==================== fetch_ctrl
Fig. 1: fetch_ctrl, metal layers overlaid
(3 px per micron) Only two layers are drawn.
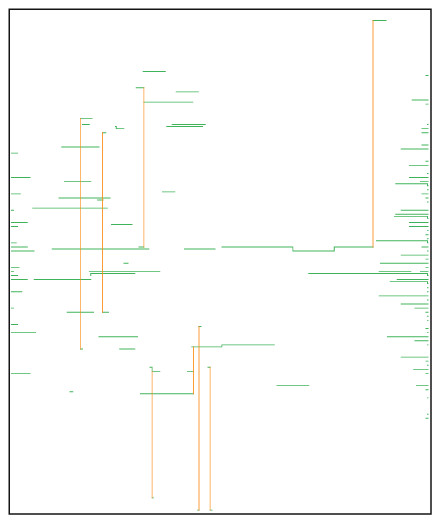

`config.mk`:
```
export PLATFORM = sky130hd
export DESIGN_NAME = fetch_ctrl
export DESIGN_NICKNAME = d
export VERILOG_FILES = /design/src/rtl/fetch_ctrl.sv
export SDC_FILE = /design/constraint.sdc
export NUM_CORES = 1
export LEC_CHECK = 0
export ABC_CLOCK_PERIOD_IN_PS = 13700
export CAP_MARGIN = 20
export CORE_ASPECT_RATIO = 1.2
export CORE_UTILIZATION = 41
export DETAILED_ROUTE_END_ITERATION = 10
export GPL_TIMING_DRIVEN = 0
export SYNTH_ARGS = -nofsm -noshare
export SYNTH_HDL_FRONTEND = slang
export SYNTH_SLANG_ARGS = --single-unit
```
`constraint.sdc`:
```
create_clock -name clk -period 13.7 [get_ports clk]
set_input_delay 2.74 -clock clk [delete_from_list [all_inputs] [get_ports clk]]
set_output_delay 2.74 -clock clk [all_outputs]
set_load 0.02 [all_outputs]
```
`src/rtl/fetch_ctrl.sv`:
```
// fetch_ctrl: fetch sequencer with PC, imem req/ack handshake, skid slot, redirect/flush; optional timeout via FETCH_TIMEOUT_EN
module fetch_ctrl #(
  parameter logic [31:0] RESET_PC    = 32'h0000_0000,
  parameter int          TIMEOUT_CYC = 256
) (
  input  logic        clk,
  input  logic        rst,
  input  logic        stall_in,
  input  logic        redirect_valid,
  input  logic [31:0] redirect_pc,
  output logic        imem_req,
  output logic [31:0] imem_addr,
  input  logic        imem_ack,
  input  logic [31:0] imem_rdata,
  output logic [31:0] PC_line_out,
  output logic [31:0] instruct_data_line_out,
  output logic        if_valid,
  output logic        if_flush,
  output logic        fetch_err
);
  typedef enum logic [2:0] {IDLE, FETCH, HOLD, DRAIN, ERR} state_t;
  state_t state_q, state_d;
  logic [31:0] pc_q, pc_d, addr_q, addr_d, pco_q, pco_d, ins_q, ins_d;
  logic [31:0] skpc_q, skpc_d, skins_q, skins_d;
  logic req_q, req_d, valid_q, valid_d, flush_q, flush_d, skv_q, skv_d, err_q, err_d;
  logic ack, consume, slot_ok;
`ifdef FETCH_TIMEOUT_EN
  localparam int CW = $clog2(TIMEOUT_CYC + 1);
  logic [CW-1:0] cnt_q, cnt_d;
`endif
  assign ack     = req_q & imem_ack;
  assign consume = valid_q & ~stall_in;
  assign slot_ok = ~valid_q | ~stall_in;
  assign imem_req               = req_q;
  assign imem_addr              = addr_q;
  assign PC_line_out            = pco_q;
  assign instruct_data_line_out = ins_q;
  assign if_valid               = valid_q;
  assign if_flush               = flush_q;
  assign fetch_err              = err_q;
  // next-state: sequencing, then redirect override, then timeout override
  always_comb begin
    state_d = state_q;
    pc_d    = pc_q;
    req_d   = req_q;
    addr_d  = addr_q;
    pco_d   = pco_q;
    ins_d   = ins_q;
    valid_d = valid_q;
    flush_d = 1'b0;
    skv_d   = skv_q;
    skpc_d  = skpc_q;
    skins_d = skins_q;
    err_d   = err_q;
`ifdef FETCH_TIMEOUT_EN
    cnt_d   = (req_q && !imem_ack) ? cnt_q + CW'(1) : '0;
`endif
    case (state_q)
      IDLE: begin
        state_d = FETCH;
        req_d   = 1'b1;
        addr_d  = pc_q;
      end
      FETCH: begin
        if (consume) valid_d = 1'b0;
        if (ack) begin
          pc_d = pc_q + 32'd4;
          if (slot_ok) begin
            pco_d   = addr_q;
            ins_d   = imem_rdata;
            valid_d = 1'b1;
            addr_d  = pc_q + 32'd4;
          end else begin
            skv_d   = 1'b1;
            skpc_d  = addr_q;
            skins_d = imem_rdata;
            req_d   = 1'b0;
            state_d = HOLD;
          end
        end
      end
      HOLD: begin
        if (consume) begin
          pco_d   = skpc_q;
          ins_d   = skins_q;
          valid_d = 1'b1;
          skv_d   = 1'b0;
          req_d   = 1'b1;
          addr_d  = pc_q;
          state_d = FETCH;
        end
      end
      DRAIN: begin
        if (ack) begin
          state_d = FETCH;
          addr_d  = pc_q;
        end
      end
      default: ;
    endcase
    if (redirect_valid && state_q != ERR) begin
      pc_d    = {redirect_pc[31:2], 2'b00};
      valid_d = 1'b0;
      skv_d   = 1'b0;
      flush_d = 1'b1;
      pco_d   = pco_q;
      ins_d   = ins_q;
      req_d   = 1'b1;
      state_d = (req_q && !imem_ack) ? DRAIN : FETCH;
      addr_d  = (req_q && !imem_ack) ? addr_q : {redirect_pc[31:2], 2'b00};
    end
`ifdef FETCH_TIMEOUT_EN
    if (req_q && !imem_ack && cnt_q == CW'(TIMEOUT_CYC - 1)) begin
      state_d = ERR;
      req_d   = 1'b0;
      valid_d = 1'b0;
      skv_d   = 1'b0;
      flush_d = 1'b0;
      err_d   = 1'b1;
    end
`endif
  end
  // state and output registers, async reset
  always_ff @(posedge clk or posedge rst) begin
    if (rst) begin
      state_q <= IDLE;
      pc_q    <= RESET_PC;
      req_q   <= 1'b0;
      addr_q  <= RESET_PC;
      pco_q   <= '0;
      ins_q   <= '0;
      valid_q <= 1'b0;
      flush_q <= 1'b0;
      skv_q   <= 1'b0;
      skpc_q  <= '0;
      skins_q <= '0;
      err_q   <= 1'b0;
    end else begin
      state_q <= state_d;
      pc_q    <= pc_d;
      req_q   <= req_d;
      addr_q  <= addr_d;
      pco_q   <= pco_d;
      ins_q   <= ins_d;
      valid_q <= valid_d;
      flush_q <= flush_d;
      skv_q   <= skv_d;
      skpc_q  <= skpc_d;
      skins_q <= skins_d;
      err_q   <= err_d;
    end
  end
`ifdef FETCH_TIMEOUT_EN
  // consecutive unacked-request cycle counter
  always_ff @(posedge clk or posedge rst) begin
    if (rst) cnt_q <= '0;
    else     cnt_q <= cnt_d;
  end
`endif
endmodule

```
==================== msrv32_integer_file
===== src/rtl/msrv32_pkg.sv =====
// msrv32_pkg: constants and types shared by the integer register file and
// the rest of the core.
//   DATA_W / ADDR_W : architectural register width / register index width
//   X0_ADDR         : index of the hardwired-zero register
//   reg_addr_t      : register index type
//   xlen_t          : register data type
package msrv32_pkg;
  localparam int DATA_W = 32;
  localparam int ADDR_W = 5;

  localparam logic [ADDR_W-1:0] X0_ADDR = 5'd0;

  typedef logic [ADDR_W-1:0] reg_addr_t;
  typedef logic [DATA_W-1:0] xlen_t;
endpackage


===== src/rtl/msrv32_rf_read_port.sv =====
// msrv32_rf_read_port: one combinational read port of the integer file.
// Priority: x0 -> zero, then same-cycle write bypass, then stored entry.
// Optional build macro RF_PARITY_EN adds a parity check on the storage path.
// Ports:
//   i_addr        read address
//   i_byp_en      write enable already qualified with reset (bypass allowed)
//   i_rd_addr     write address
//   i_rd_data     write data
//   i_store_data  storage contents at i_addr
//   i_store_par   stored parity bit at i_addr      (RF_PARITY_EN only)
//   o_par_err     storage parity mismatch this cycle (RF_PARITY_EN only)
//   o_data        read data
import msrv32_pkg::*;

module msrv32_rf_read_port #(
  parameter int DATA_W = msrv32_pkg::DATA_W,
  parameter int ADDR_W = msrv32_pkg::ADDR_W
) (
  input  logic [ADDR_W-1:0] i_addr,
  input  logic              i_byp_en,
  input  logic [ADDR_W-1:0] i_rd_addr,
  input  logic [DATA_W-1:0] i_rd_data,
  input  logic [DATA_W-1:0] i_store_data,
`ifdef RF_PARITY_EN
  input  logic              i_store_par,
  output logic              o_par_err,
`endif
  output logic [DATA_W-1:0] o_data
);

  logic w_is_x0;
  logic w_byp;

  assign w_is_x0 = (i_addr == ADDR_W'(X0_ADDR));
  assign w_byp   = i_byp_en && (i_rd_addr == i_addr);

  always_comb begin
    o_data = i_store_data;
    if (w_is_x0)    o_data = '0;
    else if (w_byp) o_data = i_rd_data;
  end

`ifdef RF_PARITY_EN
  // Only the storage path is checked; x0 and bypassed data never touch the
  // stored parity bit.
  assign o_par_err = !w_is_x0 && !w_byp && ((^i_store_data) != i_store_par);
`endif

endmodule


===== src/rtl/msrv32_integer_file.sv =====
// msrv32_integer_file: architectural integer register file x0..x31.
// Two asynchronous read ports with same-cycle write bypass, one synchronous
// write port, x0 hardwired to zero, synchronous active-high reset clearing
// every entry in one cycle.
// Optional build macro RF_PARITY_EN: per-entry even parity, error injection
// on write, sticky parity error output.
// Ports:
//   ms_riscv32_mp_clk_in  core clock
//   ms_riscv32_mp_rst_in  synchronous active-high reset
//   rs_1_addr_in/rs_2_addr_in  read addresses
//   rd_addr_in, wr_en_in, rd_in  write port
//   rs_1_out/rs_2_out     read data
//   err_inject_in         invert stored parity on write   (RF_PARITY_EN only)
//   parity_err_out        sticky parity error             (RF_PARITY_EN only)
import msrv32_pkg::*;

module msrv32_integer_file #(
  parameter int DATA_W   = msrv32_pkg::DATA_W,
  parameter int ADDR_W   = msrv32_pkg::ADDR_W,
  parameter int NUM_REGS = 2 ** ADDR_W
) (
  input  logic              ms_riscv32_mp_clk_in,
  input  logic              ms_riscv32_mp_rst_in,
  input  logic [ADDR_W-1:0] rs_1_addr_in,
  input  logic [ADDR_W-1:0] rs_2_addr_in,
  input  logic [ADDR_W-1:0] rd_addr_in,
  input  logic              wr_en_in,
  input  logic [DATA_W-1:0] rd_in,
`ifdef RF_PARITY_EN
  input  logic              err_inject_in,
  output logic              parity_err_out,
`endif
  output logic [DATA_W-1:0] rs_1_out,
  output logic [DATA_W-1:0] rs_2_out
);

  localparam int NUM_PORTS = 2;

  logic [DATA_W-1:0] r_regs [NUM_REGS];
  logic              w_wr_q;
  logic [NUM_PORTS-1:0][ADDR_W-1:0] w_raddr;
  logic [NUM_PORTS-1:0][DATA_W-1:0] w_rdata;

  // Reset wins: no write commit and no bypass in a reset cycle.
  assign w_wr_q  = wr_en_in && !ms_riscv32_mp_rst_in;
  assign w_raddr = {rs_2_addr_in, rs_1_addr_in};

  always_ff @(posedge ms_riscv32_mp_clk_in) begin
    if (ms_riscv32_mp_rst_in) begin
      for (int i = 0; i < NUM_REGS; i++) r_regs[i] <= '0;
    end else if (wr_en_in && (rd_addr_in != ADDR_W'(X0_ADDR))) begin
      r_regs[rd_addr_in] <= rd_in;
    end
  end

`ifdef RF_PARITY_EN
  logic [NUM_REGS-1:0]  r_par;
  logic [NUM_PORTS-1:0] w_port_err;
  logic                 r_par_err;

  always_ff @(posedge ms_riscv32_mp_clk_in) begin
    if (ms_riscv32_mp_rst_in) begin
      r_par     <= '0;
      r_par_err <= 1'b0;
    end else begin
      if (wr_en_in && (rd_addr_in != ADDR_W'(X0_ADDR)))
        r_par[rd_addr_in] <= (^rd_in) ^ err_inject_in;
      if (|w_port_err) r_par_err <= 1'b1;
    end
  end

  assign parity_err_out = r_par_err;
`endif

  for (genvar g = 0; g < NUM_PORTS; g++) begin : g_port
    msrv32_rf_read_port #(
      .DATA_W (DATA_W),
      .ADDR_W (ADDR_W)
    ) u_port (
      .i_addr       (w_raddr[g]),
      .i_byp_en     (w_wr_q),
      .i_rd_addr    (rd_addr_in),
      .i_rd_data    (rd_in),
      .i_store_data (r_regs[w_raddr[g]]),
`ifdef RF_PARITY_EN
      .i_store_par  (r_par[w_raddr[g]]),
      .o_par_err    (w_port_err[g]),
`endif
      .o_data       (w_rdata[g])
    );
  end

  assign rs_1_out = w_rdata[0];
  assign rs_2_out = w_rdata[1];

endmodule

===== config.mk =====
export PLATFORM = sky130hd
export DESIGN_NAME = msrv32_integer_file
export DESIGN_NICKNAME = d
export VERILOG_FILES = /design/src/rtl/msrv32_pkg.sv /design/src/rtl/msrv32_rf_read_port.sv /design/src/rtl/msrv32_integer_file.sv
export SDC_FILE = /design/constraint.sdc
export NUM_CORES = 2
export LEC_CHECK = 0
export CAP_MARGIN = 10
export CORE_UTILIZATION = 29
export DETAILED_ROUTE_END_ITERATION = 10
export GPL_TIMING_DRIVEN = 1
export PLACE_DENSITY_LB_ADDON = 0.3
export SKIP_CTS_REPAIR_TIMING = 1
export SLEW_MARGIN = 40
export SYNTH_ARGS = -nofsm -noshare
export SYNTH_HDL_FRONTEND = slang
export SYNTH_SLANG_ARGS = --single-unit

===== constraint.sdc =====
create_clock -name ms_riscv32_mp_clk_in -period 9 [get_ports ms_riscv32_mp_clk_in]
set_clock_uncertainty 0.1 [all_clocks]
set_input_delay 1.8 -clock ms_riscv32_mp_clk_in [delete_from_list [all_inputs] [get_ports ms_riscv32_mp_clk_in]]
set_output_delay 1.8 -clock ms_riscv32_mp_clk_in [all_outputs]
set_load 0.05 [all_outputs]

==================== sad1_accumulate_stage_flat
==> config.mk <==
export PLATFORM = sky130hd
export DESIGN_NAME = sad1_accumulate_stage_flat
export DESIGN_NICKNAME = d
export VERILOG_FILES = /design/src/rtl/sad1_accumulate_stage_pkg.sv /design/src/rtl/sad1_accumulate_stage_if.sv /design/src/rtl/sad1_accumulate_stage_absdiff_tree.sv /design/src/rtl/sad1_accumulate_stage.sv /design/src/flat_wrapper.sv
export SDC_FILE = /design/constraint.sdc
export NUM_CORES = 2
export LEC_CHECK = 0
export ABC_AREA = 1
export ABC_CLOCK_PERIOD_IN_PS = 6680
export CORE_ASPECT_RATIO = 0.8
export CORE_MARGIN = 8
export CORE_UTILIZATION = 35
export CTS_CLUSTER_SIZE = 30
export DETAILED_ROUTE_END_ITERATION = 10
export PLACE_DENSITY = 0.63
export REMOVE_ABC_BUFFERS = 1
export SYNTH_ARGS = -nofsm -noshare
export SYNTH_HDL_FRONTEND = slang
export SYNTH_SLANG_ARGS = --single-unit
export TNS_END_PERCENT = 1
==> constraint.sdc <==
create_clock -name Clk -period 6.68 [get_ports Clk]
set_clock_uncertainty 0.15 [all_clocks]
set_input_delay 1.336 -clock Clk [delete_from_list [all_inputs] [get_ports Clk]]
set_output_delay 1.336 -clock Clk [all_outputs]
set_load 0.01 [all_outputs]
==> src/rtl/sad1_accumulate_stage_pkg.sv <==
// Shared constants, encodings and saturation helpers for the SAD1 accumulate stage.
package sad_pkg;

    localparam int NUM_LANES       = 16;
    localparam int LANE_W          = 32;
    localparam int LANES_PER_CYCLE = 4;
    localparam int ACC_W           = 36;
    localparam int RES_W           = 32;
    localparam int REG_W           = 5;
    localparam int CNT_W           = 8;
    localparam int VEC_W           = NUM_LANES * LANE_W;
    localparam int GRP_W           = LANES_PER_CYCLE * LANE_W;
    localparam int SUM_W           = LANE_W + $clog2(LANES_PER_CYCLE);
    localparam int LANE_IDX_W      = $clog2(NUM_LANES);

    typedef enum logic [1:0] {
        SAD_NONE     = 2'd0,
        SAD_CMP      = 2'd1,
        SAD_CMP_LAST = 2'd2,
        SAD_WIN      = 2'd3
    } sad_op_e;

    typedef enum logic [1:0] {
        ST_IDLE  = 2'd0,
        ST_ACCUM = 2'd1,
        ST_DONE  = 2'd2
    } sad_state_e;

    function automatic logic sad_overflow(input logic [ACC_W-1:0] acc);
        return (acc[ACC_W-1:RES_W] != {(ACC_W-RES_W){1'b0}});
    endfunction

    // Anything that does not fit in the result width clamps to all ones.
    function automatic logic [RES_W-1:0] sad_saturate(input logic [ACC_W-1:0] acc);
        if (sad_overflow(acc)) begin
            return {RES_W{1'b1}};
        end else begin
            return acc[RES_W-1:0];
        end
    endfunction

endpackage

==> src/rtl/sad1_accumulate_stage_if.sv <==
// Upstream-facing bundle of the SAD1 stage: latched operands in, result and search tracker out.
interface sad1_accumulate_stage_if;
    import sad_pkg::*;

    logic                   InValid;
    logic [1:0]             SadOp;
    logic [VEC_W-1:0]       WinVec;
    logic [VEC_W-1:0]       FrmVec;
    logic [REG_W-1:0]       WriteRegIn;
    logic                   RegWriteIn;

    logic                   Busy;
    logic                   SadValid;
    logic [RES_W-1:0]       SadResult;
    logic                   SadOverflow;
    logic [REG_W-1:0]       SadWriteReg;
    logic                   SadRegWrite;
    logic [RES_W-1:0]       BestSad;
    logic [CNT_W-1:0]       BestIndex;
    logic [CNT_W-1:0]       FrameCount;
    logic                   SearchDone;

    modport master (
        output InValid, SadOp, WinVec, FrmVec, WriteRegIn, RegWriteIn,
        input  Busy, SadValid, SadResult, SadOverflow, SadWriteReg, SadRegWrite,
               BestSad, BestIndex, FrameCount, SearchDone
    );

    modport slave (
        input  InValid, SadOp, WinVec, FrmVec, WriteRegIn, RegWriteIn,
        output Busy, SadValid, SadResult, SadOverflow, SadWriteReg, SadRegWrite,
               BestSad, BestIndex, FrameCount, SearchDone
    );

endinterface

==> src/rtl/sad1_accumulate_stage_absdiff_tree.sv <==
// Combinational sum of absolute differences over one group of LANES_PER_CYCLE lane pairs.
module sad_absdiff_tree
    import sad_pkg::*;
(
    input  logic [GRP_W-1:0] i_win,
    input  logic [GRP_W-1:0] i_frm,
    output logic [SUM_W-1:0] o_sum
);

    logic [LANE_W-1:0] w_diff [LANES_PER_CYCLE];

    for (genvar g = 0; g < LANES_PER_CYCLE; g++) begin : g_lane
        logic [LANE_W-1:0] w_a;
        logic [LANE_W-1:0] w_b;
        assign w_a       = i_win[g*LANE_W +: LANE_W];
        assign w_b       = i_frm[g*LANE_W +: LANE_W];
        // max-min keeps the difference unsigned without a sign bit
        assign w_diff[g] = (w_a >= w_b) ? (w_a - w_b) : (w_b - w_a);
    end

    // Adds the per-lane differences into a width that cannot overflow.
    always_comb begin
        o_sum = {SUM_W{1'b0}};
        for (int i = 0; i < LANES_PER_CYCLE; i++) begin
            o_sum = o_sum + {{(SUM_W-LANE_W){1'b0}}, w_diff[i]};
        end
    end

endmodule

==> src/rtl/sad1_accumulate_stage.sv <==
// SAD1 execution stage: multi-cycle sum of absolute differences with minimum-SAD search tracking.
module sad1_accumulate_stage
    import sad_pkg::*;
(
    input  logic                    Clk,
    input  logic                    Reset,
    sad1_accumulate_stage_if.slave  bus
);

    sad_state_e             r_state;
    logic [VEC_W-1:0]       r_win;
    logic [VEC_W-1:0]       r_frm;
    logic [REG_W-1:0]       r_wreg;
    logic                   r_regwr;
    logic                   r_last_op;
    logic [ACC_W-1:0]       r_acc;
    logic [LANE_IDX_W-1:0]  r_lane_idx;

    logic                   r_busy;
    logic                   r_sad_valid;
    logic [RES_W-1:0]       r_sad_result;
    logic                   r_sad_ovf;
    logic [REG_W-1:0]       r_sad_wreg;
    logic                   r_sad_regwr;
    logic [RES_W-1:0]       r_best_sad;
    logic [CNT_W-1:0]       r_best_idx;
    logic [CNT_W-1:0]       r_frame_cnt;
    logic                   r_search_done;

    sad_op_e                w_op;
    logic [SUM_W-1:0]       w_grp_sum;
    logic [ACC_W-1:0]       w_acc_next;
    logic                   w_last_grp;

    assign w_op       = sad_op_e'(bus.SadOp);
    assign w_acc_next = r_acc + {{(ACC_W-SUM_W){1'b0}}, w_grp_sum};
    assign w_last_grp = (r_lane_idx == LANE_IDX_W'(NUM_LANES - LANES_PER_CYCLE));

    // The latched vectors shift down one group per cycle, so the low group is always the current one.
    sad_absdiff_tree u_tree (
        .i_win (r_win[GRP_W-1:0]),
        .i_frm (r_frm[GRP_W-1:0]),
        .o_sum (w_grp_sum)
    );

    // Stage FSM with all outputs and the search tracker registered.
    always_ff @(posedge Clk or negedge Reset) begin
        if (!Reset) begin
            r_state       <= ST_IDLE;
            r_win         <= {VEC_W{1'b0}};
            r_frm         <= {VEC_W{1'b0}};
            r_wreg        <= {REG_W{1'b0}};
            r_regwr       <= 1'b0;
            r_last_op     <= 1'b0;
            r_acc         <= {ACC_W{1'b0}};
            r_lane_idx    <= {LANE_IDX_W{1'b0}};
            r_busy        <= 1'b0;
            r_sad_valid   <= 1'b0;
            r_sad_result  <= {RES_W{1'b0}};
            r_sad_ovf     <= 1'b0;
            r_sad_wreg    <= {REG_W{1'b0}};
            r_sad_regwr   <= 1'b0;
            r_best_sad    <= {RES_W{1'b1}};
            r_best_idx    <= {CNT_W{1'b0}};
            r_frame_cnt   <= {CNT_W{1'b0}};
            r_search_done <= 1'b0;
        end else begin
            case (r_state)
                ST_IDLE: begin
                    if (bus.InValid) begin
                        case (w_op)
                            SAD_WIN: begin
                                r_best_sad  <= {RES_W{1'b1}};
                                r_best_idx  <= {CNT_W{1'b0}};
                                r_frame_cnt <= {CNT_W{1'b0}};
                            end
                            SAD_CMP, SAD_CMP_LAST: begin
                                r_win      <= bus.WinVec;
                                r_frm      <= bus.FrmVec;
                                r_wreg     <= bus.WriteRegIn;
                                r_regwr    <= bus.RegWriteIn;
                                r_last_op  <= (w_op == SAD_CMP_LAST);
                                r_acc      <= {ACC_W{1'b0}};
                                r_lane_idx <= {LANE_IDX_W{1'b0}};
                                r_busy     <= 1'b1;
                                r_state    <= ST_ACCUM;
                            end
                            default: begin
                                r_state <= ST_IDLE;
                            end
                        endcase
                    end else begin
                        r_state <= ST_IDLE;
                    end
                end

                ST_ACCUM: begin
                    r_acc      <= w_acc_next;
                    r_win      <= r_win >> GRP_W;
                    r_frm      <= r_frm >> GRP_W;
                    r_lane_idx <= r_lane_idx + LANE_IDX_W'(LANES_PER_CYCLE);
                    // The final sum is folded straight into the result registers so DONE presents it.
                    if (w_last_grp) begin
                        r_state       <= ST_DONE;
                        r_sad_valid   <= 1'b1;
                        r_sad_result  <= sad_saturate(w_acc_next);
                        r_sad_ovf     <= sad_overflow(w_acc_next);
                        r_sad_wreg    <= r_wreg;
                        r_sad_regwr   <= r_regwr;
                        r_search_done <= r_last_op;
                    end else begin
                        r_state <= ST_ACCUM;
                    end
                end

                ST_DONE: begin
                    r_sad_valid   <= 1'b0;
                    r_sad_regwr   <= 1'b0;
                    r_search_done <= 1'b0;
                    r_busy        <= 1'b0;
                    r_state       <= ST_IDLE;
                    // Strict compare: on a tie the earlier frame keeps the minimum.
                    if (r_sad_result < r_best_sad) begin
                        r_best_sad <= r_sad_result;
                        r_best_idx <= r_frame_cnt;
                    end else begin
                        r_best_idx <= r_best_idx;
                    end
                    r_frame_cnt <= r_frame_cnt + 8'd1;
                end

                default: begin
                    r_state       <= ST_IDLE;
                    r_busy        <= 1'b0;
                    r_sad_valid   <= 1'b0;
                    r_sad_regwr   <= 1'b0;
                    r_search_done <= 1'b0;
                end
            endcase
        end
    end

    assign bus.Busy        = r_busy;
    assign bus.SadValid    = r_sad_valid;
    assign bus.SadResult   = r_sad_result;
    assign bus.SadOverflow = r_sad_ovf;
    assign bus.SadWriteReg = r_sad_wreg;
    assign bus.SadRegWrite = r_sad_regwr;
    assign bus.BestSad     = r_best_sad;
    assign bus.BestIndex   = r_best_idx;
    assign bus.FrameCount  = r_frame_cnt;
    assign bus.SearchDone  = r_search_done;

endmodule
==> src/flat_wrapper.sv <==
// flat-port wrapper written by rule: the top's interface ports become plain ports
module sad1_accumulate_stage_flat import sad_pkg::*;
  (Clk, Reset, bus_InValid, bus_SadOp, bus_WinVec, bus_FrmVec, bus_WriteRegIn, bus_RegWriteIn, bus_Busy, bus_SadValid, bus_SadResult, bus_SadOverflow, bus_SadWriteReg, bus_SadRegWrite, bus_BestSad, bus_BestIndex, bus_FrameCount, bus_SearchDone);
  sad1_accumulate_stage_if bus_i ();
  input  logic Clk;
  input  logic Reset;
  input wire logic [$bits(bus_i.InValid)-1:0] bus_InValid;
  input wire logic [$bits(bus_i.SadOp)-1:0] bus_SadOp;
  input wire logic [$bits(bus_i.WinVec)-1:0] bus_WinVec;
  input wire logic [$bits(bus_i.FrmVec)-1:0] bus_FrmVec;
  input wire logic [$bits(bus_i.WriteRegIn)-1:0] bus_WriteRegIn;
  input wire logic [$bits(bus_i.RegWriteIn)-1:0] bus_RegWriteIn;
  output wire logic [$bits(bus_i.Busy)-1:0] bus_Busy;
  output wire logic [$bits(bus_i.SadValid)-1:0] bus_SadValid;
  output wire logic [$bits(bus_i.SadResult)-1:0] bus_SadResult;
  output wire logic [$bits(bus_i.SadOverflow)-1:0] bus_SadOverflow;
  output wire logic [$bits(bus_i.SadWriteReg)-1:0] bus_SadWriteReg;
  output wire logic [$bits(bus_i.SadRegWrite)-1:0] bus_SadRegWrite;
  output wire logic [$bits(bus_i.BestSad)-1:0] bus_BestSad;
  output wire logic [$bits(bus_i.BestIndex)-1:0] bus_BestIndex;
  output wire logic [$bits(bus_i.FrameCount)-1:0] bus_FrameCount;
  output wire logic [$bits(bus_i.SearchDone)-1:0] bus_SearchDone;
  assign bus_i.InValid = bus_InValid;
  assign bus_i.SadOp = bus_SadOp;
  assign bus_i.WinVec = bus_WinVec;
  assign bus_i.FrmVec = bus_FrmVec;
  assign bus_i.WriteRegIn = bus_WriteRegIn;
  assign bus_i.RegWriteIn = bus_RegWriteIn;
  assign bus_Busy = bus_i.Busy;
  assign bus_SadValid = bus_i.SadValid;
  assign bus_SadResult = bus_i.SadResult;
  assign bus_SadOverflow = bus_i.SadOverflow;
  assign bus_SadWriteReg = bus_i.SadWriteReg;
  assign bus_SadRegWrite = bus_i.SadRegWrite;
  assign bus_BestSad = bus_i.BestSad;
  assign bus_BestIndex = bus_i.BestIndex;
  assign bus_FrameCount = bus_i.FrameCount;
  assign bus_SearchDone = bus_i.SearchDone;
  sad1_accumulate_stage u_core (.Clk(Clk), .Reset(Reset), .bus(bus_i));
endmodule
==================== framebuffer_scanout_flat
==> src/rtl/framebuffer_scanout_if.sv <==
// rtl/framebuffer_scanout_if.sv - framebuffer RAM port B bus between scanout engine and RAM
interface framebuffer_scanout_if #(
  parameter int DATA = 18,
  parameter int ADDR = 14
);
  logic [ADDR-1:0] addr;
  logic [DATA-1:0] rd_data;

  modport master (output addr, input rd_data);
  modport slave (input addr, output rd_data);
endinterface

==> src/rtl/framebuffer_scanout.sv <==
// rtl/framebuffer_scanout.sv - VGA timing generator and scaled framebuffer fetch on RAM port B
module framebuffer_scanout #(
  parameter int DATA   = 18,
  parameter int ADDR   = 14,
  parameter int FB_W   = 128,
  parameter int FB_H   = 96,
  parameter int SCALE  = 5,
  parameter int CLKDIV = 2,
  parameter int H_VIS  = 640,
  parameter int H_FP   = 16,
  parameter int H_SYNC = 96,
  parameter int H_BP   = 48,
  parameter int V_VIS  = 480,
  parameter int V_FP   = 10,
  parameter int V_SYNC = 2,
  parameter int V_BP   = 33
) (
  input  logic                  clk,
  input  logic                  reset,
  framebuffer_scanout_if.master ram,
  output logic                  hsync,
  output logic                  vsync,
  output logic [5:0]            red,
  output logic [5:0]            green,
  output logic [5:0]            blue,
  output logic                  blank,
  output logic                  frame_start
);
  localparam int H_TOT = H_VIS + H_FP + H_SYNC + H_BP;
  localparam int V_TOT = V_VIS + V_FP + V_SYNC + V_BP;
  localparam int HW    = $clog2(H_TOT);
  localparam int VW    = $clog2(V_TOT);
  localparam int SW    = (SCALE > 1) ? $clog2(SCALE) : 1;
  localparam int DW    = $clog2(CLKDIV);

  localparam logic [HW-1:0]   H_LAST = HW'(H_TOT - 1);
  localparam logic [HW-1:0]   H_VISC = HW'(H_VIS);
  localparam logic [HW-1:0]   HS_BEG = HW'(H_VIS + H_FP);
  localparam logic [HW-1:0]   HS_END = HW'(H_VIS + H_FP + H_SYNC);
  localparam logic [VW-1:0]   V_LAST = VW'(V_TOT - 1);
  localparam logic [VW-1:0]   V_VISC = VW'(V_VIS);
  localparam logic [VW-1:0]   VS_BEG = VW'(V_VIS + V_FP);
  localparam logic [VW-1:0]   VS_END = VW'(V_VIS + V_FP + V_SYNC);
  localparam logic [SW-1:0]   S_LAST = SW'(SCALE - 1);
  localparam logic [DW-1:0]   D_LAST = DW'(CLKDIV - 1);
  localparam logic [ADDR-1:0] FB_WC  = ADDR'(FB_W);
  localparam logic [ADDR-1:0] FB_END = ADDR'(FB_W * FB_H);

  logic [DW-1:0]   div_q, div_d;
  logic [HW-1:0]   h_q, h_d, hd_q, hd_d;
  logic [VW-1:0]   v_q, v_d, vd_q, vd_d;
  logic [SW-1:0]   hsub_q, hsub_d, vsub_q, vsub_d;
  logic [ADDR-1:0] hcol_q, hcol_d, row_base_q, row_base_d, addr_q, addr_d;
  logic [DATA-1:0] rgb_q, rgb_d;
  logic            blank_q, blank_d, hsync_q, hsync_d, vsync_q, vsync_d;
  logic            frame_start_q, frame_start_d;
  logic            tick, vis_now, vis_out;

  assign tick    = (div_q == D_LAST);
  assign vis_now = (h_q < H_VISC) && (v_q < V_VISC);
  assign vis_out = (hd_q < H_VISC) && (vd_q < V_VISC);

  always_comb begin
    div_d         = tick ? '0 : div_q + 1'b1;
    h_d           = h_q;
    v_d           = v_q;
    hd_d          = hd_q;
    vd_d          = vd_q;
    hsub_d        = hsub_q;
    vsub_d        = vsub_q;
    hcol_d        = hcol_q;
    row_base_d    = row_base_q;
    addr_d        = addr_q;
    rgb_d         = rgb_q;
    blank_d       = blank_q;
    hsync_d       = hsync_q;
    vsync_d       = vsync_q;
    frame_start_d = 1'b0;
    if (tick) begin
      // Output stage shows the previous tick's position using the word fetched for it.
      hd_d          = h_q;
      vd_d          = v_q;
      addr_d        = (vis_now && row_base_q < FB_END) ? row_base_q + hcol_q : '0;
      rgb_d         = vis_out ? ram.rd_data : '0;
      blank_d       = !vis_out;
      hsync_d       = !(hd_q >= HS_BEG && hd_q < HS_END);
      vsync_d       = !(vd_q >= VS_BEG && vd_q < VS_END);
      frame_start_d = (hd_q == '0) && (vd_q == '0);
      if (h_q == H_LAST) begin
        h_d    = '0;
        hsub_d = '0;
        hcol_d = '0;
        if (v_q == V_LAST) begin
          v_d        = '0;
          vsub_d     = '0;
          row_base_d = '0;
        end else begin
          v_d = v_q + 1'b1;
          if (v_q < V_VISC) begin
            if (vsub_q == S_LAST) begin
              vsub_d     = '0;
              row_base_d = row_base_q + FB_WC;
            end else begin
              vsub_d = vsub_q + 1'b1;
            end
          end
        end
      end else begin
        h_d = h_q + 1'b1;
        if (vis_now) begin
          if (hsub_q == S_LAST) begin
            hsub_d = '0;
            hcol_d = hcol_q + 1'b1;
          end else begin
            hsub_d = hsub_q + 1'b1;
          end
        end
      end
    end
  end

  // The pipeline position resets to the last blanked position so the first tick
  // after reset presents idle outputs and frame_start follows one tick later.
  always_ff @(posedge clk or posedge reset) begin
    if (reset) begin
      div_q         <= '0;
      h_q           <= '0;
      v_q           <= '0;
      hd_q          <= H_LAST;
      vd_q          <= V_LAST;
      hsub_q        <= '0;
      vsub_q        <= '0;
      hcol_q        <= '0;
      row_base_q    <= '0;
      addr_q        <= '0;
      rgb_q         <= '0;
      blank_q       <= 1'b1;
      hsync_q       <= 1'b1;
      vsync_q       <= 1'b1;
      frame_start_q <= 1'b0;
    end else begin
      div_q         <= div_d;
      h_q           <= h_d;
      v_q           <= v_d;
      hd_q          <= hd_d;
      vd_q          <= vd_d;
      hsub_q        <= hsub_d;
      vsub_q        <= vsub_d;
      hcol_q        <= hcol_d;
      row_base_q    <= row_base_d;
      addr_q        <= addr_d;
      rgb_q         <= rgb_d;
      blank_q       <= blank_d;
      hsync_q       <= hsync_d;
      vsync_q       <= vsync_d;
      frame_start_q <= frame_start_d;
    end
  end

  assign ram.addr    = addr_q;
  assign red         = rgb_q[17:12];
  assign green       = rgb_q[11:6];
  assign blue        = rgb_q[5:0];
  assign blank       = blank_q;
  assign hsync       = hsync_q;
  assign vsync       = vsync_q;
  assign frame_start = frame_start_q;
endmodule

==> src/flat_wrapper.sv <==
// flat-port wrapper written by rule: the top's interface ports become plain ports
module framebuffer_scanout_flat 
#(
  parameter int DATA   = 18,
  parameter int ADDR   = 14,
  parameter int FB_W   = 128,
  parameter int FB_H   = 96,
  parameter int SCALE  = 5,
  parameter int CLKDIV = 2,
  parameter int H_VIS  = 640,
  parameter int H_FP   = 16,
  parameter int H_SYNC = 96,
  parameter int H_BP   = 48,
  parameter int V_VIS  = 480,
  parameter int V_FP   = 10,
  parameter int V_SYNC = 2,
  parameter int V_BP   = 33
)
  (clk, reset, hsync, vsync, red, green, blue, blank, frame_start, ram_addr, ram_rd_data);
  framebuffer_scanout_if #(.DATA(DATA), .ADDR(ADDR)) ram_i ();
  input  logic clk;
  input  logic reset;
  output logic hsync;
  output logic vsync;
  output logic [5:0] red;
  output logic [5:0] green;
  output logic [5:0] blue;
  output logic blank;
  output logic frame_start;
  output wire logic [$bits(ram_i.addr)-1:0] ram_addr;
  input wire logic [$bits(ram_i.rd_data)-1:0] ram_rd_data;
  assign ram_addr = ram_i.addr;
  assign ram_i.rd_data = ram_rd_data;
  framebuffer_scanout #(.DATA(DATA), .ADDR(ADDR), .FB_W(FB_W), .FB_H(FB_H), .SCALE(SCALE), .CLKDIV(CLKDIV), .H_VIS(H_VIS), .H_FP(H_FP), .H_SYNC(H_SYNC), .H_BP(H_BP), .V_VIS(V_VIS), .V_FP(V_FP), .V_SYNC(V_SYNC), .V_BP(V_BP)) u_core (.clk(clk), .reset(reset), .ram(ram_i), .hsync(hsync), .vsync(vsync), .red(red), .green(green), .blue(blue), .blank(blank), .frame_start(frame_start));
endmodule
==> config.mk <==
export PLATFORM = sky130hd
export DESIGN_NAME = framebuffer_scanout_flat
export DESIGN_NICKNAME = d
export VERILOG_FILES = /design/src/rtl/framebuffer_scanout_if.sv /design/src/rtl/framebuffer_scanout.sv /design/src/flat_wrapper.sv
export SDC_FILE = /design/constraint.sdc
export NUM_CORES = 1
export LEC_CHECK = 0
export CAP_MARGIN = 20
export CORE_UTILIZATION = 38
export DETAILED_ROUTE_END_ITERATION = 8
export PLACE_DENSITY = 0.59
export SLEW_MARGIN = 20
export SYNTH_ARGS = -nofsm -noshare
export SYNTH_HDL_FRONTEND = slang
export SYNTH_SLANG_ARGS = --single-unit
==> constraint.sdc <==
create_clock -name clk -period 9.65 [get_ports clk]
set_clock_uncertainty 0.2 [all_clocks]
set_input_delay 1.4475 -clock clk [delete_from_list [all_inputs] [get_ports clk]]
set_output_delay 1.4475 -clock clk [all_outputs]
set_load 0.005 [all_outputs]

==> gallery <==
Where the registers sit.
shot_01.png
(4 px per micron) Other sequential cells in the stronger grey, the rest of the logic in the fainter grey.
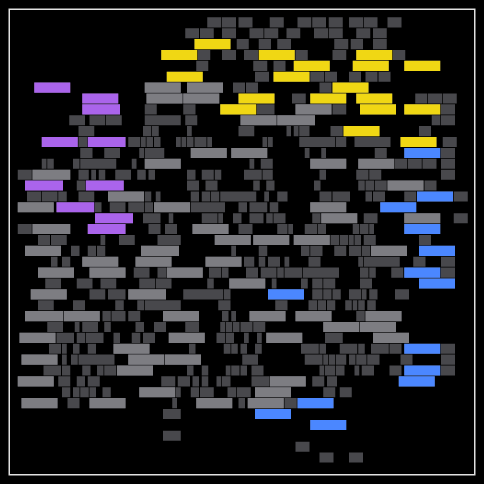
shot_02.png
(3 px per micron) Other sequential cells in the stronger grey, the rest of the logic in the fainter grey.
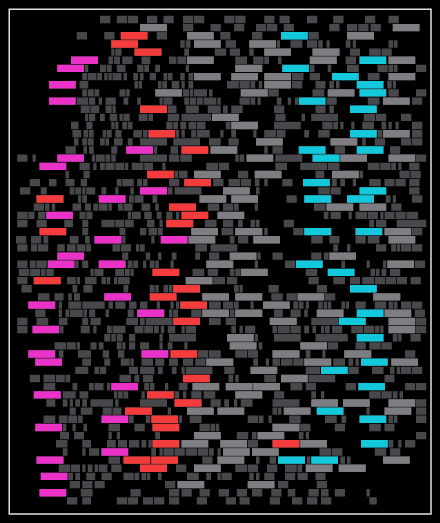
shot_03.png
(1 px per micron) Other sequential cells in the stronger grey, the rest of the logic in the fainter grey.
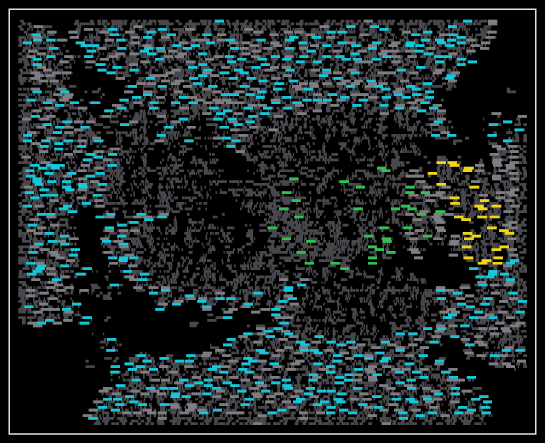
Of these, fewest cells: shot_01.png
Of these, most cells: shot_03.png
shot_03.png comes from sad1_accumulate_stage_flat.
shot_01.png comes from framebuffer_scanout_flat.
shot_02.png comes from fetch_ctrl.

Key to shot_02.png:
Red is imem_addr, placed flops 31. Magenta is pc_q, placed flops 30, where a vertical strip on the left. Cyan is skins_q, placed flops 32, where a vertical strip on the right.
Another 99 sequential cells are not coloured.

Fig. 2: framebuffer_scanout_flat, metal layers overlaid
(4 px per micron) Only two layers are drawn.
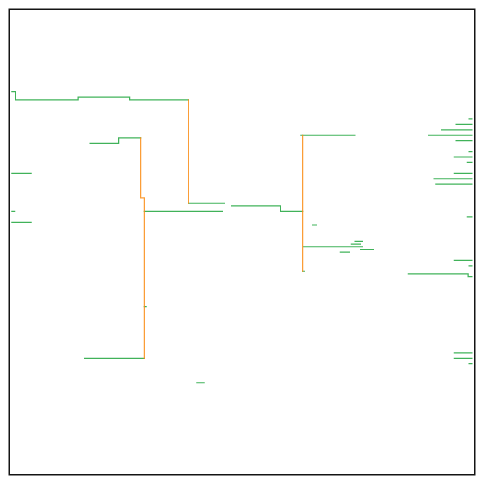
Orange is metal 4, wire length 116 microns. Green is metal 3, wire length 264 microns.
GR Util All Layers: 16.4%
WL per Instance: 15.8 microns
via count: 3,501
Total Wirelength: 10,200 microns

==> impl_metrics.py, framebuffer_scanout_flat <==
# Metrics from the implementation run
metrics = {
    "status": {
        "status": "completed",
    },
    "routing": {
        "drt-pass1-iter-count": 4,
        "vias_per_cell": 5.43,
        "ant_nets": 0,
        "drc_errors": 0,
        "wl_met3_microns": 263,
        "drt-initial-drc-count": 130,
        "top_layer_used": "met4",
    },
    "logic_synthesis": {
        "ys.flop_type": "dfrtp_1",
        "synth_seq_share_pct": 53.1,
        "edf_count": 0,
        "mux_share_pct": 6.29,
        "yosysWarnings": 0,
    },
    "critical_path": {
        "cp_num_buf_inv": 1,
        "worst_setup_path_start_kind": "flop",
        "crit_chain": "clkdlybuf4s50_1",
        "setup.worst_path.start": "u_core.blank",
        "worstPathArrival_ns": 1.38,
        "crit_path_end_kind": "output pin",
    },
    "final_layout": {
        "largest_reg_flops": 18,
        "finalInstanceArea_sq_mm": 0.00588,
        "fin_util_pct": 46.6,
        "clkCellAreaFrac_pct": 4.81,
        "finalNonFillerCells": 645,
        "buffers": 57,
    },
    "clocking": {
        "cts_sinks": 104,
        "cts_tree": "done",
        "post_cts.repair.setup_buffers": 0,
        "holdBufCountCts": 0,
    },
    "placed_design": {
        "placed_cell_area_sq_mm": 0.00560,
        "port_buffers": 55,
    },
    "floorplanning": {
        "tap_cells": 172,
        "fp_util_pct": 39.1,
        "coreArea_sq_mm": 0.0126,
        "die_h_microns": 116,
    },
    "grt": {
        "grt_use_met3_pct": 3.35,
        "grt_pass1_vias": 3534,
        "use_met1_pct": 21.8,
        "grt_busiest_layer": "met2",
    },
    "hold_path": {
        "min_from": "u_core.vd_q[5]",
        "hold_class": "flop to flop",
        "worstHoldPathCells": 1,
    },
    "flow_run": {
        "tool_warnings": 29,
        "cap_violations": 0,
    },
}
-- framebuffer_scanout_flat: placed cells by master (no fill, tap or decap), drive strengths merged, types with 10 or more instances in the layout --
cell type      Yosys  routed
xnor2             12      12
and3              14      14
dfrtp             91      91
ha                15      15
nor3              12      12
nand2             19      19
clkdlybuf4s50      0      55
dfstp             13      13
clkbuf             7      10
o21ai             18      18
a31oi             11      11
mux2              24      24
nand4             14      14
a21oi             11      11
inv               10      11
nor2              17      17
a22o              43      43
nand3             14      14
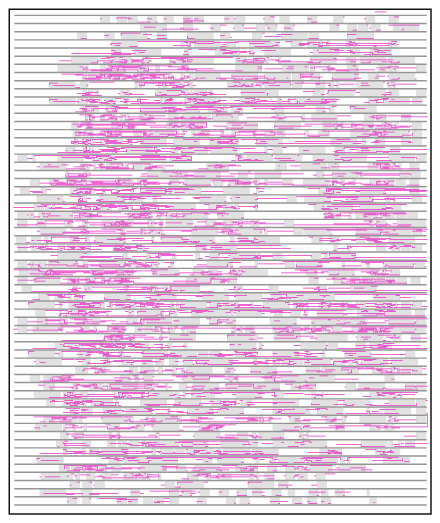
Fig. 3. Metal 1 (fetch_ctrl).
(3 px per micron) Supply wires on this layer in grey.
The layer holds 45% of the routed length. The wires run mostly horizontal. The layer carries 10,700 microns of wire. 1,007 nets have wire on it.
Total Wirelength: 23,700 microns
global routing usage on met1: 28.1%
via count: 6,938

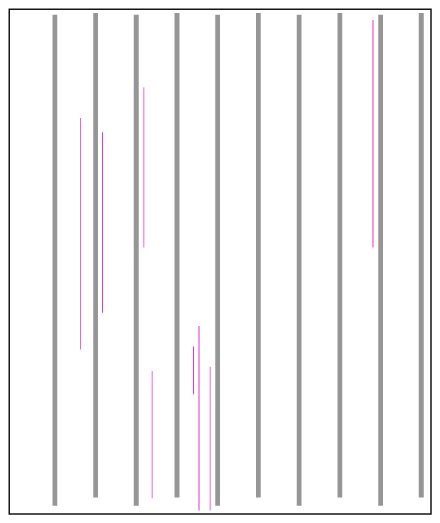
Fig. 4. Signal wires on met4 (fetch_ctrl).
(3 px per micron) Supply wires on this layer in grey.
The layer holds 1.8% of the routed length. The layer carries 432 microns of wire. The wires run mostly vertical. 8 nets have wire on it.

Notes on Fig. 1 above:
Green is metal 3, wire length 758 microns. Orange is metal 4, wire length 432 microns.
WL per Instance: 17.6 microns
GR Util All Layers: 21.1%

==> impl_metrics.py, fetch_ctrl <==
# Metrics from the implementation run
metrics = {
    "status": {
        "status": "completed",
    },
    "routing": {
        "drc_errors": 0,
        "wl_met3_microns": 757,
    },
    "final_layout": {
        "seq_area_share_pct": 40.0,
    },
    "timing": {
        "rsz0062_at_grt": "false",
        "slew_headroom_pct": 46.6,
        "clock_skew_ns": 0.0159,
        "setup_tns_ns": 0,
    },
    "clocking": {
        "cts_tree": "done",
        "clkLatencyLatePin_ns": 0.43,
        "cts_resized": 0,
    },
    "logic_synthesis": {
        "synth_cell_types": 60,
        "numSynthFlops": 192,
    },
    "critical_path": {
        "crit_required_ns": 14.05,
        "crit_type": "input pin to flop",
        "worst_setup_path_start_kind": "input pin",
    },
    "hold_path": {
        "worstHoldPathCells": 2,
        "holdPathEnd": "PC_line_out[25]",
    },
    "floorplanning": {
        "die_area_sq_mm": 0.0235,
    },
}
## fetch_ctrl: through the flow
stage	cell area, sq um	setup slack, ns	cells	util, %
detailed placement	11400	8.06	1314	50.9
CTS	12000	8.50	1346	53.5
global placement	11400	2.89	1313	50.7
floorplan	9380	5.73	869	-
global route	12000	8.31	1346	53.5
finish	12000	8.60	1346	53.5
## fetch_ctrl: cells by family after synthesis
family          synth area share, %
simple gates                   12.8
xor+xnor                       4.39
flops                          51.2
buf+inv                        3.57
mux                            17.9
fa+ha+maj                     0.667
compound gates                 9.36
other cells                  0.0400
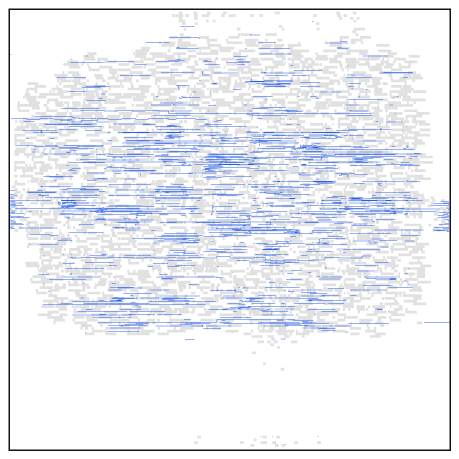
Fig. 5. Met3 routing (msrv32_integer_file).
(1 px per micron)
The longest straight run is 180 microns. 461 nets have wire on it.
Total Wirelength: 215,000 microns
via count: 36,562
met3 usage: 3.63%

==> impl_metrics.py, msrv32_integer_file <==
# Metrics from the implementation run
metrics = {
    "final_layout": {
        "inverters": 4,
        "final_nets": 3928,
        "buffers": 296,
        "largest_cell_class": "registers",
        "seq_area_share_pct": 48.6,
        "lay_top_count": "edfxtp_1",
    },
    "routing": {
        "drt-initial-drc-count": 4972,
        "top_layer_used": "met5",
        "ant_nets": 0,
        "route.met2.wl_microns": 100000,
    },
    "critical_path": {
        "crit_type": "input pin to output pin",
        "worst_path_largest_cell_delay_ns": 0.82,
        "worstPathArrival_ns": 5.89,
        "path_common_cell": "buf_4",
        "crit_chain": "buf_4, buf_4, nor2b_4, nand2_1, o21ai_0, a211oi_1, a211oi_1, nor3_1, buf_4, clkdlybuf4s50_1",
    },
    "timing": {
        "slew_headroom_pct": 41.6,
        "drv_slew": 0,
        "hold_viol_final": 0,
        "rsz0062_at_grt": "false",
        "layout_setup_ws_ns": 1.21,
        "setup-violations-final": 0,
        "setup_tns_ns": 0,
    },
    "floorplanning": {
        "num_rows": 160,
        "tap_cells": 2511,
        "coreArea_sq_mm": 0.190,
    },
    "clocking": {
        "cts.htree.levels": 3,
    },
    "logic_synthesis": {
        "syn-cell-area_sq_mm": 0.0555,
        "netlist_top_cells_area": "edfxtp_1, mux4_2, and2_1",
        "synthTopLogicFamily": "multiplexers",
        "ys_cells": 3850,
        "ys_sh_aoi_pct": 5.66,
    },
    "grt": {
        "grt.overflow.total": 0,
        "grt_pass1_vias": 35823,
        "grt_busiest_layer": "met2",
    },
    "hold_path": {
        "min_from": "ms_riscv32_mp_rst_in",
    },
    "status": {
        "status": "completed",
    },
    "placed_design": {
        "port_buffers": 113,
    },
}
-- msrv32_integer_file: how the worst max path moves through the flow --
stage / end / cells after the start / slack, ns / start
2_1_floorplan: rs_1_out[11] / 11 / 2.82 / rs_1_addr_in[0]
3_3_place_gp: rs_1_out[20] / 10 / 1.16 / rs_1_addr_in[2]
3_5_place_dp: rs_1_out[20] / 10 / 1.16 / rs_1_addr_in[2]
4_1_cts: rs_1_out[20] / 10 / 1.12 / rs_1_addr_in[2]
5_1_grt: rs_1_out[20] / 10 / 1.16 / rs_1_addr_in[2]
6_report: rs_1_out[20] / 10 / 1.21 / rs_1_addr_in[2]
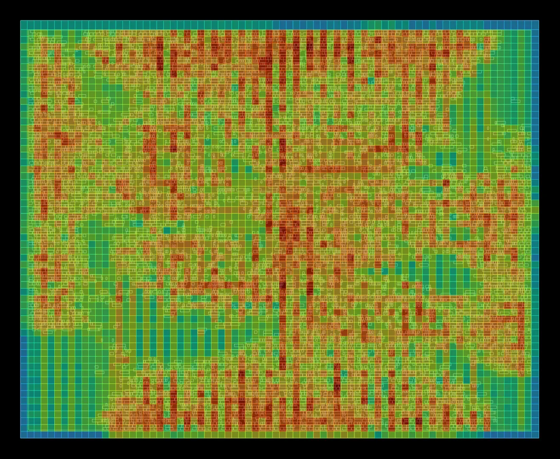
Fig. 6. Congestion heat map (sad1_accumulate_stage_flat).
global routing usage on met1: 32.8%
met3 usage: 4.64%

==> impl_metrics.py, sad1_accumulate_stage_flat <==
# Metrics from the implementation run
metrics = {
    "critical_path": {
        "reg2reg_to": "u_core.bus.SadResult[0]",
    },
    "logic_synthesis": {
        "synth_top_area_share_pct": 38.9,
        "ys_chip_area_sq_mm": 0.0726,
    },
    "final_layout": {
        "fin_util_pct": 44.5,
        "finalNonFillerCells": 13203,
        "inverters": 1573,
        "buffer_area_share_pct": 14.2,
    },
    "routing": {
        "m1WireLength_microns": 127000,
    },
    "clocking": {
        "cts.htree.levels": 4,
        "clockBufferDepth": 3,
        "cts_buffers": 135,
        "cts_sinks": 1161,
    },
    "timing": {
        "fin_crit_ns": 6.39,
    },
    "hold_path": {
        "worstHoldPathCells": 2,
    },
    "grt": {
        "grt_max_degree": 196,
    },
    "status": {
        "status": "completed",
    },
    "flow_run": {
        "tool_warnings": 219,
    },
}
[sad1_accumulate_stage_flat: cell families after synthesis]
group | Yosys count | share of synthesized area [%]
AND/OR/NAND/NOR | 2868 | 16.3
AND-OR/OR-AND | 2650 | 21.5
flip-flops | 1161 | 40.1
adder cells (fa/ha/maj) | 429 | 8.46
buffers and inverters | 2115 | 11.4
XOR/XNOR | 173 | 2.09
multiplexers | 14 | 0.200


==> screenshots <==
Signal wires on met4.
panel A
(1 px per micron) Supply wires on this layer in grey.
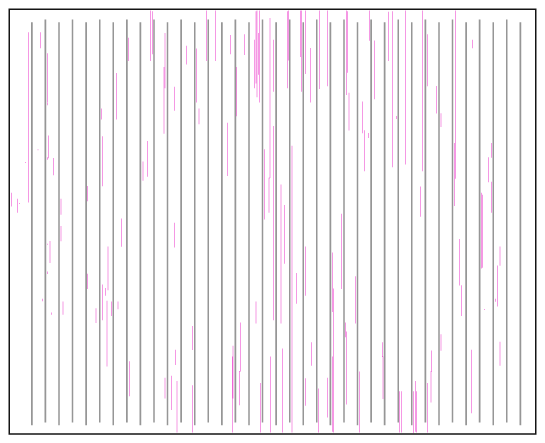
panel B
(1 px per micron) Supply wires on this layer in grey.
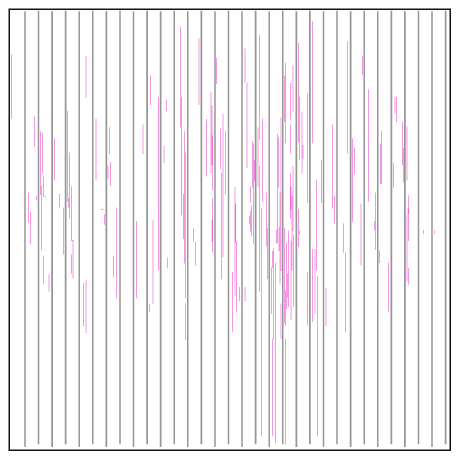
panel C
(4 px per micron) Supply wires on this layer in grey.
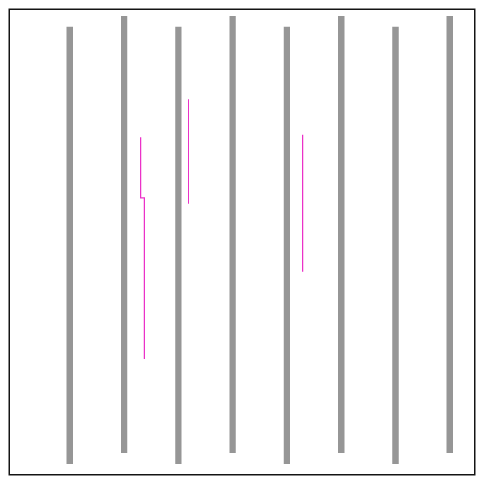
panel C: framebuffer_scanout_flat
panel B: msrv32_integer_file
panel A: sad1_accumulate_stage_flat

Key to panel B:
107 nets have wire on it. The longest straight run is 228 microns. The wires run mostly vertical.

